# block 1

Figure 1. Cells colored by class (block 1).
Scale bar: 20 µm.
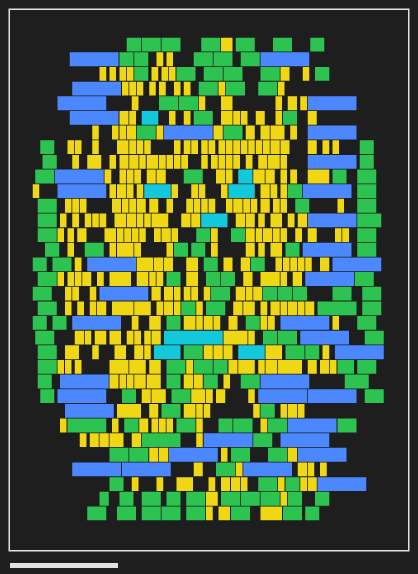

<file path="src/rtl/pc_unit_pkg.sv">
// Shared encodings for the IF-stage program-counter unit: FSM states and
// next-PC source selects.
package pc_unit_pkg;

   typedef enum logic [1:0] {
      ST_BOOT = 2'd0,
      ST_RUN  = 2'd1,
      ST_HALT = 2'd2
   } pc_state_e;

   typedef enum logic [1:0] {
      PC_PLUS_STEP  = 2'd0,
      IF_P_T_PC     = 2'd1,
      EXE_PC_PLUS_4 = 2'd2,
      EXE_T_PC      = 2'd3
   } pc_sel_e;

endpackage

</file>
<file path="src/rtl/pc_unit_if.sv">
// Fetch handshake between the PC unit (master) and instruction memory (slave).
interface pc_unit_if #(
   parameter int unsigned ADDR_WIDTH = 16
);
   logic [ADDR_WIDTH-1:0] pc;
   logic                  if_valid;
   logic                  if_ready;

   modport master (output pc, output if_valid, input if_ready);
   modport slave  (input pc, input if_valid, output if_ready);
endinterface

</file>
<file path="src/rtl/pc_ras.sv">
// Circular return-address stack: a push when full overwrites the oldest entry,
// a pop when empty is ignored, push+pop replaces the top in place.
module pc_ras #(
   parameter int unsigned DEPTH = 4,
   parameter int unsigned WIDTH = 16
) (
   input  logic             clk,
   input  logic             rst_n,
   input  logic             push,
   input  logic             pop,
   input  logic [WIDTH-1:0] push_data,
   output logic [WIDTH-1:0] top,
   output logic             empty
);
   localparam int unsigned PTR_W = $clog2(DEPTH);
   localparam int unsigned CNT_W = PTR_W + 1;

   logic [WIDTH-1:0] mem_q [DEPTH];
   logic [WIDTH-1:0] mem_d [DEPTH];
   logic [PTR_W-1:0] tp_q, tp_d;
   logic [CNT_W-1:0] cnt_q, cnt_d;
   logic             pop_hit;

   always_comb begin
      mem_d   = mem_q;
      tp_d    = tp_q;
      cnt_d   = cnt_q;
      pop_hit = pop && (cnt_q != '0);
      if (push && pop_hit) begin
         mem_d[tp_q] = push_data;
      end else if (push) begin
         // Pointer wraps over the oldest slot; only the count saturates.
         tp_d        = tp_q + PTR_W'(1);
         mem_d[tp_d] = push_data;
         if (cnt_q != CNT_W'(DEPTH)) cnt_d = cnt_q + CNT_W'(1);
      end else if (pop_hit) begin
         tp_d  = tp_q - PTR_W'(1);
         cnt_d = cnt_q - CNT_W'(1);
      end
   end

   always_ff @(posedge clk or negedge rst_n) begin
      if (!rst_n) begin
         for (int unsigned i = 0; i < DEPTH; i++) mem_q[i] <= '0;
         tp_q  <= '0;
         cnt_q <= '0;
      end else begin
         mem_q <= mem_d;
         tp_q  <= tp_d;
         cnt_q <= cnt_d;
      end
   end

   assign top   = mem_q[tp_q];
   assign empty = (cnt_q == '0);

endmodule

</file>
<file path="src/rtl/pc_unit.sv">
// IF-stage program counter: BOOT/RUN/HALT FSM, prioritised next-PC select,
// trap redirect with EPC capture. Return-address stack compiled in with PC_RAS_EN.
module pc_unit
   import pc_unit_pkg::*;
#(
   parameter int unsigned           ADDR_WIDTH   = 16,
   parameter logic [ADDR_WIDTH-1:0] RESET_VECTOR = '0,
   parameter int unsigned           ILEN_BYTES   = 4,
   parameter int unsigned           RAS_DEPTH    = 4
) (
   input  logic                  clk,
   input  logic                  rst_n,
   pc_unit_if.master             fetch,
   input  logic                  hcf,
   input  logic                  stall,
   input  logic [1:0]            pc_sel,
   input  logic [ADDR_WIDTH-1:0] predict_target_pc,
   input  logic [ADDR_WIDTH-1:0] exe_target_pc,
   input  logic [ADDR_WIDTH-1:0] exe_pc,
   input  logic                  trap_req,
   input  logic [ADDR_WIDTH-1:0] trap_vector,
   input  logic                  ras_push,
   input  logic                  ras_pop,
   output logic                  flush,
   output logic [ADDR_WIDTH-1:0] epc,
   output logic                  halted,
   output logic                  ras_empty
);
   localparam logic [ADDR_WIDTH-1:0] STEP = ADDR_WIDTH'(ILEN_BYTES);

   pc_state_e             state_q, state_d;
   logic [ADDR_WIDTH-1:0] pc_q, pc_d;
   logic [ADDR_WIDTH-1:0] epc_q, epc_d;
   logic                  if_valid_q, if_valid_d;
   logic                  flush_q, flush_d;
   logic                  halted_q, halted_d;

   logic [ADDR_WIDTH-1:0] pc_plus_step;
   logic [ADDR_WIDTH-1:0] ras_top;
   logic                  ras_is_empty;
   logic                  ras_upd;
   logic                  fire;

   assign fire = if_valid_q & fetch.if_ready & ~stall;

   always_comb begin
      pc_plus_step = pc_q + STEP;
      state_d      = state_q;
      pc_d         = pc_q;
      epc_d        = epc_q;
      flush_d      = 1'b0;
      ras_upd      = 1'b0;
      unique case (state_q)
         ST_BOOT: state_d = ST_RUN;
         ST_RUN: begin
            if (hcf) begin
               state_d = ST_HALT;
            end else if (trap_req) begin
               pc_d    = trap_vector;
               epc_d   = exe_pc;
               flush_d = 1'b1;
            end else if (!fire) begin
               pc_d = pc_q;
            end else if (pc_sel == EXE_T_PC) begin
               pc_d    = exe_target_pc;
               flush_d = 1'b1;
            end else if (pc_sel == EXE_PC_PLUS_4) begin
               pc_d    = exe_pc + STEP;
               flush_d = 1'b1;
            end else begin
               // Only un-redirected fetches may touch the return-address stack.
               ras_upd = 1'b1;
               if (ras_pop && !ras_is_empty) pc_d = ras_top;
               else if (pc_sel == IF_P_T_PC) pc_d = predict_target_pc;
               else                          pc_d = pc_plus_step;
            end
         end
         default: state_d = ST_HALT;
      endcase
      if_valid_d = (state_d == ST_RUN);
      halted_d   = (state_d == ST_HALT);
   end

   always_ff @(posedge clk or negedge rst_n) begin
      if (!rst_n) begin
         state_q    <= ST_BOOT;
         pc_q       <= RESET_VECTOR;
         epc_q      <= '0;
         if_valid_q <= 1'b0;
         flush_q    <= 1'b0;
         halted_q   <= 1'b0;
      end else begin
         state_q    <= state_d;
         pc_q       <= pc_d;
         epc_q      <= epc_d;
         if_valid_q <= if_valid_d;
         flush_q    <= flush_d;
         halted_q   <= halted_d;
      end
   end

`ifdef PC_RAS_EN
   pc_ras #(
      .DEPTH (RAS_DEPTH),
      .WIDTH (ADDR_WIDTH)
   ) u_ras (
      .clk       (clk),
      .rst_n     (rst_n),
      .push      (ras_upd & ras_push),
      .pop       (ras_upd & ras_pop),
      .push_data (pc_plus_step),
      .top       (ras_top),
      .empty     (ras_is_empty)
   );
`else
   logic unused_ras;
   assign ras_is_empty = 1'b1;
   assign ras_top      = '0;
   assign unused_ras   = ^{ras_push, ras_upd, (RAS_DEPTH != 0)};
`endif

   assign fetch.pc       = pc_q;
   assign fetch.if_valid = if_valid_q;
   assign flush          = flush_q;
   assign epc            = epc_q;
   assign halted         = halted_q;
   assign ras_empty      = ras_is_empty;

endmodule

</file>
<file path="src/flat_wrapper.sv">
// flat-port wrapper written by rule: the top's interface ports become plain ports
module pc_unit_flat import pc_unit_pkg::*;
#(
   parameter int unsigned           ADDR_WIDTH   = 16,
   parameter logic [ADDR_WIDTH-1:0] RESET_VECTOR = '0,
   parameter int unsigned           ILEN_BYTES   = 4,
   parameter int unsigned           RAS_DEPTH    = 4
)
  (clk, rst_n, hcf, stall, pc_sel, predict_target_pc, exe_target_pc, exe_pc, trap_req, trap_vector, ras_push, ras_pop, flush, epc, halted, ras_empty, fetch_pc, fetch_if_valid, fetch_if_ready);
  pc_unit_if #(.ADDR_WIDTH(ADDR_WIDTH)) fetch_i ();
  input  logic clk;
  input  logic rst_n;
  input  logic hcf;
  input  logic stall;
  input  logic [1:0] pc_sel;
  input  logic [ADDR_WIDTH-1:0] predict_target_pc;
  input  logic [ADDR_WIDTH-1:0] exe_target_pc;
  input  logic [ADDR_WIDTH-1:0] exe_pc;
  input  logic trap_req;
  input  logic [ADDR_WIDTH-1:0] trap_vector;
  input  logic ras_push;
  input  logic ras_pop;
  output logic flush;
  output logic [ADDR_WIDTH-1:0] epc;
  output logic halted;
  output logic ras_empty;
  output wire logic [$bits(fetch_i.pc)-1:0] fetch_pc;
  output wire logic [$bits(fetch_i.if_valid)-1:0] fetch_if_valid;
  input wire logic [$bits(fetch_i.if_ready)-1:0] fetch_if_ready;
  assign fetch_pc = fetch_i.pc;
  assign fetch_if_valid = fetch_i.if_valid;
  assign fetch_i.if_ready = fetch_if_ready;
  pc_unit #(.ADDR_WIDTH(ADDR_WIDTH), .RESET_VECTOR(RESET_VECTOR), .ILEN_BYTES(ILEN_BYTES), .RAS_DEPTH(RAS_DEPTH)) u_core (.clk(clk), .rst_n(rst_n), .fetch(fetch_i), .hcf(hcf), .stall(stall), .pc_sel(pc_sel), .predict_target_pc(predict_target_pc), .exe_target_pc(exe_target_pc), .exe_pc(exe_pc), .trap_req(trap_req), .trap_vector(trap_vector), .ras_push(ras_push), .ras_pop(ras_pop), .flush(flush), .epc(epc), .halted(halted), .ras_empty(ras_empty));
endmodule
</file>
<file path="config.mk">
export PLATFORM = sky130hd
export DESIGN_NAME = pc_unit_flat
export DESIGN_NICKNAME = d
export VERILOG_FILES = /design/src/rtl/pc_unit_pkg.sv /design/src/rtl/pc_unit_if.sv /design/src/rtl/pc_ras.sv /design/src/rtl/pc_unit.sv /design/src/flat_wrapper.sv
export SDC_FILE = /design/constraint.sdc
export NUM_CORES = 1
export LEC_CHECK = 0
export ABC_AREA = 1
export CORE_ASPECT_RATIO = 1.4
export CORE_MARGIN = 4
export CORE_UTILIZATION = 43
export CTS_CLUSTER_SIZE = 14
export DETAILED_ROUTE_END_ITERATION = 10
export HOLD_SLACK_MARGIN = 0.02
export PLACE_DENSITY = 0.86
export SLEW_MARGIN = 20
export SYNTH_ARGS = -nofsm -noshare
export SYNTH_HDL_FRONTEND = slang
export SYNTH_SLANG_ARGS = --single-unit
</file>
<file path="constraint.sdc">
create_clock -name clk -period 1.88 [get_ports clk]
set_input_delay 0.376 -clock clk [delete_from_list [all_inputs] [get_ports clk]]
set_output_delay 0.376 -clock clk [all_outputs]
set_load 0.05 [all_outputs]
</file>
# block 2

--- config.mk ---
export PLATFORM = sky130hd
export DESIGN_NAME = tx_sched
export DESIGN_NICKNAME = d
export VERILOG_FILES = /design/src/rtl/tx_sched.sv
export SDC_FILE = /design/constraint.sdc
export NUM_CORES = 1
export LEC_CHECK = 0
export ABC_AREA = 1
export ABC_CLOCK_PERIOD_IN_PS = 3600
export CORE_UTILIZATION = 50
export CTS_CLUSTER_DIAMETER = 50
export DETAILED_ROUTE_END_ITERATION = 12
export MAX_ROUTING_LAYER = met4
export PLACE_DENSITY = 0.81
export SYNTH_ARGS = -nofsm -noshare
export SYNTH_HDL_FRONTEND = slang
export SYNTH_SLANG_ARGS = --single-unit
--- constraint.sdc ---
create_clock -name clk -period 3.6 [get_ports clk]
set_clock_uncertainty 0.05 [all_clocks]
set_input_delay 0.36 -clock clk [delete_from_list [all_inputs] [get_ports clk]]
set_output_delay 0.36 -clock clk [all_outputs]
set_load 0.02 [all_outputs]
--- src/rtl/tx_sched.sv ---
// Egress transmit scheduler: round-robin, frame-granular sharing of one byte-wide
// MAC transmit interface between NUM_REQ sources, with inter-frame gap and length cap.
module tx_sched #(
   parameter int NUM_REQ    = 4,
   parameter int IFG_CYCLES = 48,
   parameter int MAX_LEN    = 1518
) (
   input  logic                 clk,
   input  logic                 rst_n,
   input  logic [NUM_REQ-1:0]   req_valid,
   input  logic [8*NUM_REQ-1:0] req_data,
   input  logic [NUM_REQ-1:0]   req_last,
   output logic [NUM_REQ-1:0]   req_ready,
   output logic                 mac_valid,
   output logic [7:0]           mac_data,
   output logic                 mac_last,
   input  logic                 mac_ready,
   output logic [NUM_REQ-1:0]   grant,
   output logic                 busy,
   output logic [15:0]          frames_sent,
   output logic [7:0]           trunc_cnt
);

   localparam int CNT_W = $clog2(MAX_LEN + 1);
   localparam int PTR_W = $clog2(NUM_REQ);
   localparam int GAP_W = $clog2(IFG_CYCLES + 1);

   typedef enum logic [1:0] {S_IDLE, S_XFER, S_DRAIN, S_GAP} state_t;

   state_t             state_q, state_d;
   logic [NUM_REQ-1:0] grant_q, grant_d;
   logic [PTR_W-1:0]   last_ptr_q, last_ptr_d;
   logic [CNT_W-1:0]   byte_cnt_q, byte_cnt_d;
   logic [GAP_W-1:0]   gap_cnt_q, gap_cnt_d;
   logic [15:0]        frames_q, frames_d;
   logic [7:0]         trunc_q, trunc_d;

   logic               win_found;
   logic [PTR_W-1:0]   win_idx;
   logic [PTR_W-1:0]   cand;

   logic               own_valid;
   logic [7:0]         own_data;
   logic               own_last;
   logic               at_max;
   logic               beat_acc;

   // last_ptr holds the current owner for the whole frame, so it doubles as the mux select.
   assign own_valid = req_valid[last_ptr_q];
   assign own_data  = req_data[8*last_ptr_q +: 8];
   assign own_last  = req_last[last_ptr_q];
   assign at_max    = (byte_cnt_q == CNT_W'(MAX_LEN - 1));
   assign beat_acc  = (state_q == S_XFER) && own_valid && mac_ready;

   // Round-robin search starting just after the previous winner.
   always_comb begin
      // NOTE: every always_comb output gets a default first so no path leaves it unassigned (no latch).
      win_found = 1'b0;
      win_idx   = '0;
      cand      = '0;
      for (int i = 1; i <= NUM_REQ; i++) begin
         cand = PTR_W'((int'(last_ptr_q) + i) % NUM_REQ);
         if (!win_found && req_valid[cand]) begin
            win_found = 1'b1;
            win_idx   = cand;
         end
      end
   end

   always_comb begin
      mac_valid = 1'b0;
      mac_data  = 8'h00;
      mac_last  = 1'b0;
      req_ready = '0;
      case (state_q)
         S_XFER: begin
            mac_valid             = own_valid;
            mac_data              = own_data;
            mac_last              = own_last | at_max;
            req_ready[last_ptr_q] = mac_ready;
         end
         S_DRAIN: req_ready[last_ptr_q] = 1'b1;
         default: ;
      endcase
   end

   always_comb begin
      state_d    = state_q;
      grant_d    = grant_q;
      last_ptr_d = last_ptr_q;
      byte_cnt_d = byte_cnt_q;
      gap_cnt_d  = gap_cnt_q;
      frames_d   = frames_q;
      trunc_d    = trunc_q;
      case (state_q)
         S_IDLE: begin
            if (win_found) begin
               grant_d    = NUM_REQ'(1) << win_idx;
               last_ptr_d = win_idx;
               byte_cnt_d = '0;
               state_d    = S_XFER;
            end
         end
         S_XFER: begin
            if (beat_acc) begin
               byte_cnt_d = byte_cnt_q + CNT_W'(1);
               if (own_last) begin
                  frames_d  = frames_q + 16'd1;
                  grant_d   = '0;
                  gap_cnt_d = '0;
                  state_d   = S_GAP;
               end else if (at_max) begin
                  // Forced end: the MAC sees a complete frame, the source tail is discarded.
                  frames_d = frames_q + 16'd1;
                  trunc_d  = (trunc_q == 8'hFF) ? trunc_q : trunc_q + 8'd1;
                  state_d  = S_DRAIN;
               end
            end
         end
         S_DRAIN: begin
            if (own_valid && own_last) begin
               grant_d   = '0;
               gap_cnt_d = '0;
               state_d   = S_GAP;
            end
         end
         S_GAP: begin
            gap_cnt_d = gap_cnt_q + GAP_W'(1);
            if (gap_cnt_q == GAP_W'(IFG_CYCLES - 1)) state_d = S_IDLE;
         end
         default: state_d = S_IDLE;
      endcase
   end

   always_ff @(posedge clk or negedge rst_n) begin
      if (!rst_n) begin
         state_q    <= S_IDLE;
         grant_q    <= '0;
         last_ptr_q <= PTR_W'(NUM_REQ - 1);
         byte_cnt_q <= '0;
         gap_cnt_q  <= '0;
         frames_q   <= '0;
         trunc_q    <= '0;
      end else begin
         // NOTE: sequential state uses non-blocking assignments so every register samples pre-edge values.
         state_q    <= state_d;
         grant_q    <= grant_d;
         last_ptr_q <= last_ptr_d;
         byte_cnt_q <= byte_cnt_d;
         gap_cnt_q  <= gap_cnt_d;
         frames_q   <= frames_d;
         trunc_q    <= trunc_d;
      end
   end

   assign grant       = grant_q;
   assign busy        = (state_q != S_IDLE);
   assign frames_sent = frames_q;
   assign trunc_cnt   = trunc_q;

endmodule

# block 3

--- config.mk ---
export PLATFORM = sky130hd
export DESIGN_NAME = barrel_shifter_16bit
export DESIGN_NICKNAME = d
export VERILOG_FILES = /design/src/rtl/barrel_shifter_16bit.sv
export SDC_FILE = /design/constraint.sdc
export NUM_CORES = 1
export LEC_CHECK = 0
export ABC_AREA = 1
export CORE_MARGIN = 2
export CORE_UTILIZATION = 40
export CTS_CLUSTER_SIZE = 20
export DETAILED_ROUTE_END_ITERATION = 7
export GPL_TIMING_DRIVEN = 0
export PLACE_DENSITY = 0.75
export SYNTH_ARGS = -nofsm -noshare
export SYNTH_HDL_FRONTEND = slang
export SYNTH_SLANG_ARGS = --single-unit
--- constraint.sdc ---
create_clock -name clk -period 0.8 [get_ports clk]
set_input_delay 0.2 -clock clk [delete_from_list [all_inputs] [get_ports clk]]
set_output_delay 0.2 -clock clk [all_outputs]
set_load 0.005 [all_outputs]
--- src/rtl/barrel_shifter_16bit.sv ---
// barrel_shifter_16bit
//   Registered 16-bit shifter/rotator built from four cascaded stages that
//   shift by 1, 2, 4 and 8 positions under control of ctrl[0..3].
//   mode: 00 logical left, 01 logical right, 10 arithmetic right, 11 rotate left.
//   Optional build macro BS_PIPE_EN inserts a register after the 2-position
//   stage (latency 2 instead of 1, throughput unchanged).
module barrel_shifter_16bit #(
    parameter int WIDTH = 16,
    parameter int SHW   = 4
) (
    input  logic             clk,
    input  logic             rst_n,
    input  logic [WIDTH-1:0] in,
    input  logic [SHW-1:0]   ctrl,
    input  logic [1:0]       mode,
    input  logic             in_valid,
    output logic [WIDTH-1:0] out,
    output logic             out_valid
);

    // One network stage: shift/rotate by sh when en is set, else pass through.
    // Arithmetic right fills from the stage input's MSB; earlier arithmetic
    // stages never alter bit 15, so that always equals the original sign bit.
    function automatic logic [WIDTH-1:0] stage_f(
        input logic [WIDTH-1:0] d,
        input logic             en,
        input logic [4:0]       sh,
        input logic [1:0]       m
    );
        logic [WIDTH-1:0] r;
        if (!en) begin
            r = d;
        end else begin
            case (m)
                2'b00:   r = d << sh;
                2'b01:   r = d >> sh;
                2'b10:   r = WIDTH'($signed(d) >>> sh);
                2'b11:   r = (d << sh) | (d >> (5'd16 - sh));
                default: r = d;
            endcase
        end
        return r;
    endfunction

    logic [WIDTH-1:0] s0_s;
    logic [WIDTH-1:0] s1_s;
    logic [WIDTH-1:0] s2_s;
    logic [WIDTH-1:0] s3_s;
    logic [WIDTH-1:0] hi_data_s;
    logic [1:0]       hi_ctrl_s;
    logic [1:0]       hi_mode_s;
    logic             hi_valid_s;
    logic [WIDTH-1:0] out_r;
    logic             out_valid_r;

    // Low half of the network: shifts of 1 and 2 positions.
    always_comb begin
        s0_s = stage_f(in, ctrl[0], 5'd1, mode);
        s1_s = stage_f(s0_s, ctrl[1], 5'd2, mode);
    end

`ifdef BS_PIPE_EN
    logic [WIDTH-1:0] p_data_r;
    logic [1:0]       p_ctrl_r;
    logic [1:0]       p_mode_r;
    logic             p_valid_r;

    // Mid-network pipeline register; payload loads only on valid so that
    // undefined inputs during idle cycles never enter the datapath.
    always_ff @(posedge clk or negedge rst_n) begin
        if (!rst_n) begin
            p_data_r  <= 16'h0000;
            p_ctrl_r  <= 2'b00;
            p_mode_r  <= 2'b00;
            p_valid_r <= 1'b0;
        end else begin
            p_valid_r <= in_valid;
            if (in_valid) begin
                p_data_r <= s1_s;
                p_ctrl_r <= ctrl[3:2];
                p_mode_r <= mode;
            end
        end
    end

    // High half is fed from the pipeline register.
    always_comb begin
        hi_data_s  = p_data_r;
        hi_ctrl_s  = p_ctrl_r;
        hi_mode_s  = p_mode_r;
        hi_valid_s = p_valid_r;
    end
`else
    // High half is fed directly from the low half.
    always_comb begin
        hi_data_s  = s1_s;
        hi_ctrl_s  = ctrl[3:2];
        hi_mode_s  = mode;
        hi_valid_s = in_valid;
    end
`endif

    // High half of the network: shifts of 4 and 8 positions.
    always_comb begin
        s2_s = stage_f(hi_data_s, hi_ctrl_s[0], 5'd4, hi_mode_s);
        s3_s = stage_f(s2_s, hi_ctrl_s[1], 5'd8, hi_mode_s);
    end

    // Output register: captures a result on valid, otherwise holds it.
    always_ff @(posedge clk or negedge rst_n) begin
        if (!rst_n) begin
            out_r       <= 16'h0000;
            out_valid_r <= 1'b0;
        end else begin
            out_valid_r <= hi_valid_s;
            if (hi_valid_s) begin
                out_r <= s3_s;
            end
        end
    end

    assign out       = out_r;
    assign out_valid = out_valid_r;

endmodule

Figure 2. Signal wires on met1 (block 3).
Supply wires on this layer in gray.
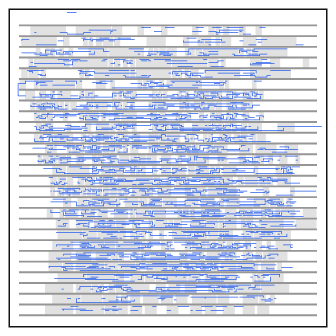
The layer carries 3830 µm of wire. The wires run mostly horizontal.
GR Util met1: 37.7%
via count: 3251
Post-Route WL: 8.66 mm

==> GITHUB_STEP_SUMMARY, block 3 <==
### Yosys + OpenROAD results

| Metric | Value |
|---|---|
| Kind of critical path | `input port to flip-flop` |
| Placed cell areas | `2930 µm²` |
| Net Sw Frac | `42.9%` |
| Seq area share | `11.7%` |
| Flops | `17` |
| YS warnings | `0` |
| DRC violations left | `0` |
| CP Launch Point | `mode[1]` |
| Cts hold-fix bufs | `0` |
| #MultiIn Comb | `362` |
| Final setup fails | `33` |
| Power share of the clock group | `16.0%` |
| Fin crit share | `180%` |
| Leakage | `0.00192 µW` |
| Ant diodes | `0` |
| Post-CTS Setup Inserts | `20` |
| Status | `finished with violations` |
| Post-synthesis adder-cell area fraction | `0%` |
| Ys async rst share | `100%` |
| Clock skew | `0 ns` |
| Xor and xnor area share after synthesis | `0%` |
| Non-clk bufs | `90` |
| Clock net power | `642 µW` |
| Mux share | `0%` |
| Logic power comb | `2350 µW` |
| Slew HR | `51.4%` |
| Post-Layout Inst Area | `3630 µm²` |
| Worst skew pair latency | `0.26 ns` |
| M3 GR Usage | `4.38%` |
| First-pass GRT wire length | `14.0 mm` |
| Logic area | `2170 µm²` |
| Syn Std Cell Area | `2310 µm²` |
| Reg-to-reg startpoint | `out[5]` |
| DR top layer | `met4` |
| Gr busiest metal | `met2` |
| Met2 wire length | `4.08 mm` |
| Placeable Area | `5540 µm²` |
| Worst-Margin Slew | `0.729 ns` |
| Met3 Wirelength | `623 µm` |
| Layout clock area frac | `1.28%` |
| Log Warnings | `29` |
| Crit path DAT | `1.59 ns` |
| Util after Layout | `65.5%` |
| Cells in synth_stat.txt | `428` |
| Final setup margin | `-0.639 ns` |
| Cell variety after synth | `20` |
| Failing checks | `negative setup slack` |
| Die Wd | `80.1 µm` |
| Family with the most delay on the worst path | `simple AND/OR/NAND/NOR gates` |
| Area leader share | `32.1%` |
| Buffering overhead | `21.0%` |
| Comb/total area | `59.9%` |
| Met2 Use GR | `45.4%` |
| Fillers | `494` |
| CP Capture Type | `flip-flop` |
| # clk buffers | `3` |
| PD cells | `1110 nW/µm²` |
| Syn-to-layout area delta | `56.8%` |
| Sequential Area | `425 µm²` |
| Post-layout min period | `1.44 ns` |
| Startpoint types | `input port` |
| Row cnt | `27` |
| Pin count of the biggest net entering global routing | `18` |
| Pre-Repair DR Iteration Count | `5` |
| Synth cell count leaders | `nand2_1 (198), nand3_1 (122), inv_1 (21)` |
| Top cells by area | `nand2_1 (32%), nand3_1 (26%), dfrtp_1 (18%)` |
| AO/OA Area Share | `3.24%` |
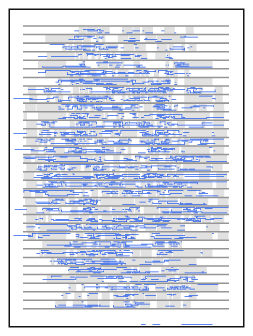
Figure 3: block 1, signal wires on met1.
Supply wires on this layer in gray.
The layer carries 3170 µm of wire. 529 nets have wire on it.
GR Util met1: 28.0%
Post-Route WL: 8.51 mm
via count: 3003

## Picture notes: Figure 1
Cyan is clock drivers and dummy loads, cells 8, share of their area 2.9%. Blue is flip-flops, cells 37, share of their area 24%. Yellow is all other logic, cells 348, share of their area 41%. Green is other buffers and delay cells, cells 138, share of their area 33%.
row cnt: 33
Seq area share: 23.0%

==> GITHUB_STEP_SUMMARY, block 1 <==
### Yosys + OpenROAD results

| Metric | Value |
|---|---|
| Cells in synth_stat.txt | `399` |
| Yosys top cell by instances | `nand2_1` |
| Post-CTS Setup Inserts | `0` |
| RSZ-0062 raised after global routing | `false` |
| Total chip power | `3540 µW` |
| Post_cts resized | `1` |
| Input/output buffers | `106` |
| CP Capture Type | `primary output` |
| Fillers | `520` |
| Cell taking the most area after synthesis | `dfrtp_1` |
| Non-filler instance count after layout | `601` |
| Combinational Power Share | `47.7%` |
| FF-to-FF path depth | `9` |
| DR top layer | `met4` |
| Post-layout min period | `1.84 ns` |
| Pre-Repair DR Iteration Count | `5` |
| Logic power comb | `1690 µW` |
| Hold Crit Class | `input port to asynchronous set/reset pin` |
| Max H-tree Level | `2` |
| Fmax | `544 MHz` |
| Basic Gates by Area | `38.3%` |
| Top class by area | `logic gates` |
| R2r setup slk | `0.24 ns` |
| Met2 Use GR | `43.5%` |
| Status | `complete, no violations` |
| Gr busiest metal | `met2` |
| PD cells | `880 nW/µm²` |
| Non-clk bufs | `138` |
| Syn-to-layout area delta | `53.8%` |
| Ys async rst share | `100%` |
| Internal | `1980 µW` |
| Dominant power group | `combinational logic` |
| Worst hold margin | `0.120 ns` |
| Number of global-route vias before repair | `3120` |
| Fp util | `44.6%` |
| Wire per inst | `14.2 µm` |
| Flops | `37` |
| Cell variety after synth | `38` |
| DRC violations left | `0` |
| Final Slew Violations | `0` |
| Placed cell areas | `3900 µm²` |
| Placeable Area | `5860 µm²` |
| Stages on worst setup path | `1` |
| Die Wd | `73.9 µm` |
| Max Buffers Root-to-Sink | `2` |
| Layout clock area frac | `2.86%` |
| Fin crit share | `97.7%` |
| Clk slew on worst S/H paths | `0.08 ns` |
| Reg-to-reg startpoint | `u_core.fetch.pc[3]` |
| Syn Std Cell Area | `2620 µm²` |
| YS warnings | `0` |
| Worst-path maximum fanout | `2` |
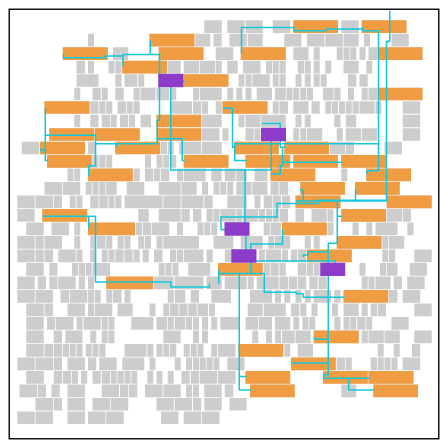
Figure 4: block 2, clock distribution.
Orange is flip-flops, count 49. Cyan is clock wires, length 643 µm. Purple is cells driving clock nets, count 5.
There are 6 routed clock nets. Position of the flops: spread over the die.
Clock net power: 345 µW
power share of the clock group: 11.6%

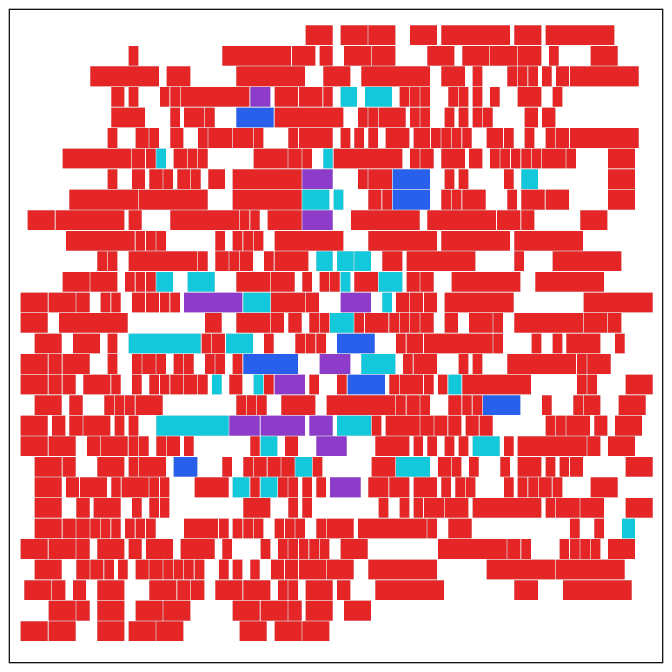
Figure 5: block 2, sizing map.
Blue is drive 6 and up, cells 8, share 1.4%. Cyan is drive 2, cells 32, share 5.7%. Red is drive 1 or less, cells 511, share 91%. Purple is drive 3 to 4, cells 12, share 2.1%.
Post-Layout Inst Area: 4530 µm²
Syn-to-layout area delta: 27.5%
Non-clk bufs: 86
final setup margin: 0.633 ns

==> GITHUB_STEP_SUMMARY, block 2 <==
### Yosys + OpenROAD results

| Metric | Value |
|---|---|
| Seq share, synth | `34.6%` |
| Net Sw Frac | `50.5%` |
| Cell taking the most area after synthesis | `dfrtp_1` |
| Number of top-level pins | `86` |
| Layout clock area frac | `2.13%` |
| R2r setup slk | `0.89 ns` |
| Met2 Use GR | `40.0%` |
| Maximum vdd drop | `0.433 mV` |
| DP Wirelength | `6.27 mm` |
| AO/OA Area Share | `10.3%` |
| Status | `complete, no violations` |
| Die Wd | `86.3 µm` |
| Ys async rst share | `100%` |
| Placeable Area | `6830 µm²` |
| Log Warnings | `35` |
| Die height | `86.3 µm` |
| Sequential Area | `1230 µm²` |
| Logic area | `2050 µm²` |
| Most frequent cells in the layout | `nand2_1 (131), clkdlybuf4s50_1 (84), nor2_1 (63), dfrtp_1 (47), inv_1 (40)` |
| Pin count of the biggest net entering global routing | `31` |
| Comb/total area | `45.2%` |
| FF-to-FF path depth | `10` |
| Post-layout min period | `2.97 ns` |
| Total chip power | `2980 µW` |
| Total Neg Setup Slack | `0 ns` |
| Seq pwr share | `27.1%` |

## Gallery

Clock wiring as the flow saved it.
picture 1
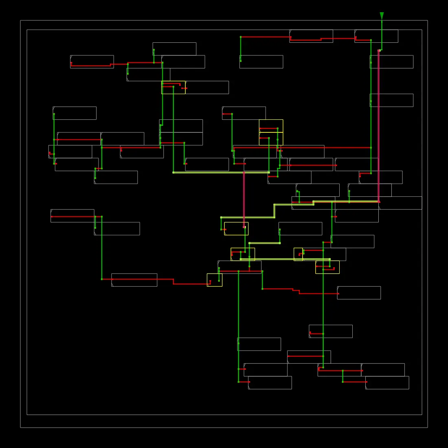
picture 2
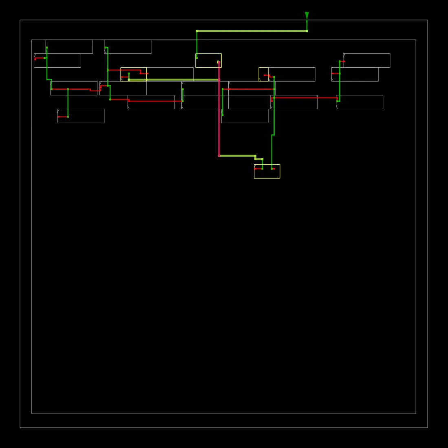
picture 3
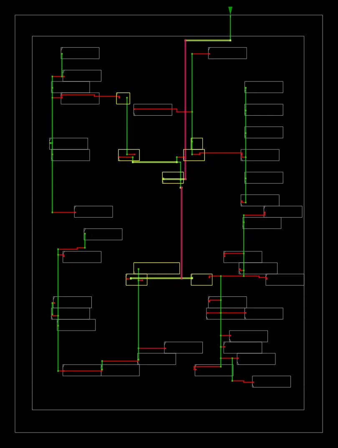
Of these, fewest sequential cells: picture 2
Of these, most sequential cells: picture 1
| picture | from |
|---|---|
| picture 1 | block 2 |
| picture 2 | block 3 |
| picture 3 | block 1 |


Power is estimated from default activity; no workload was simulated.
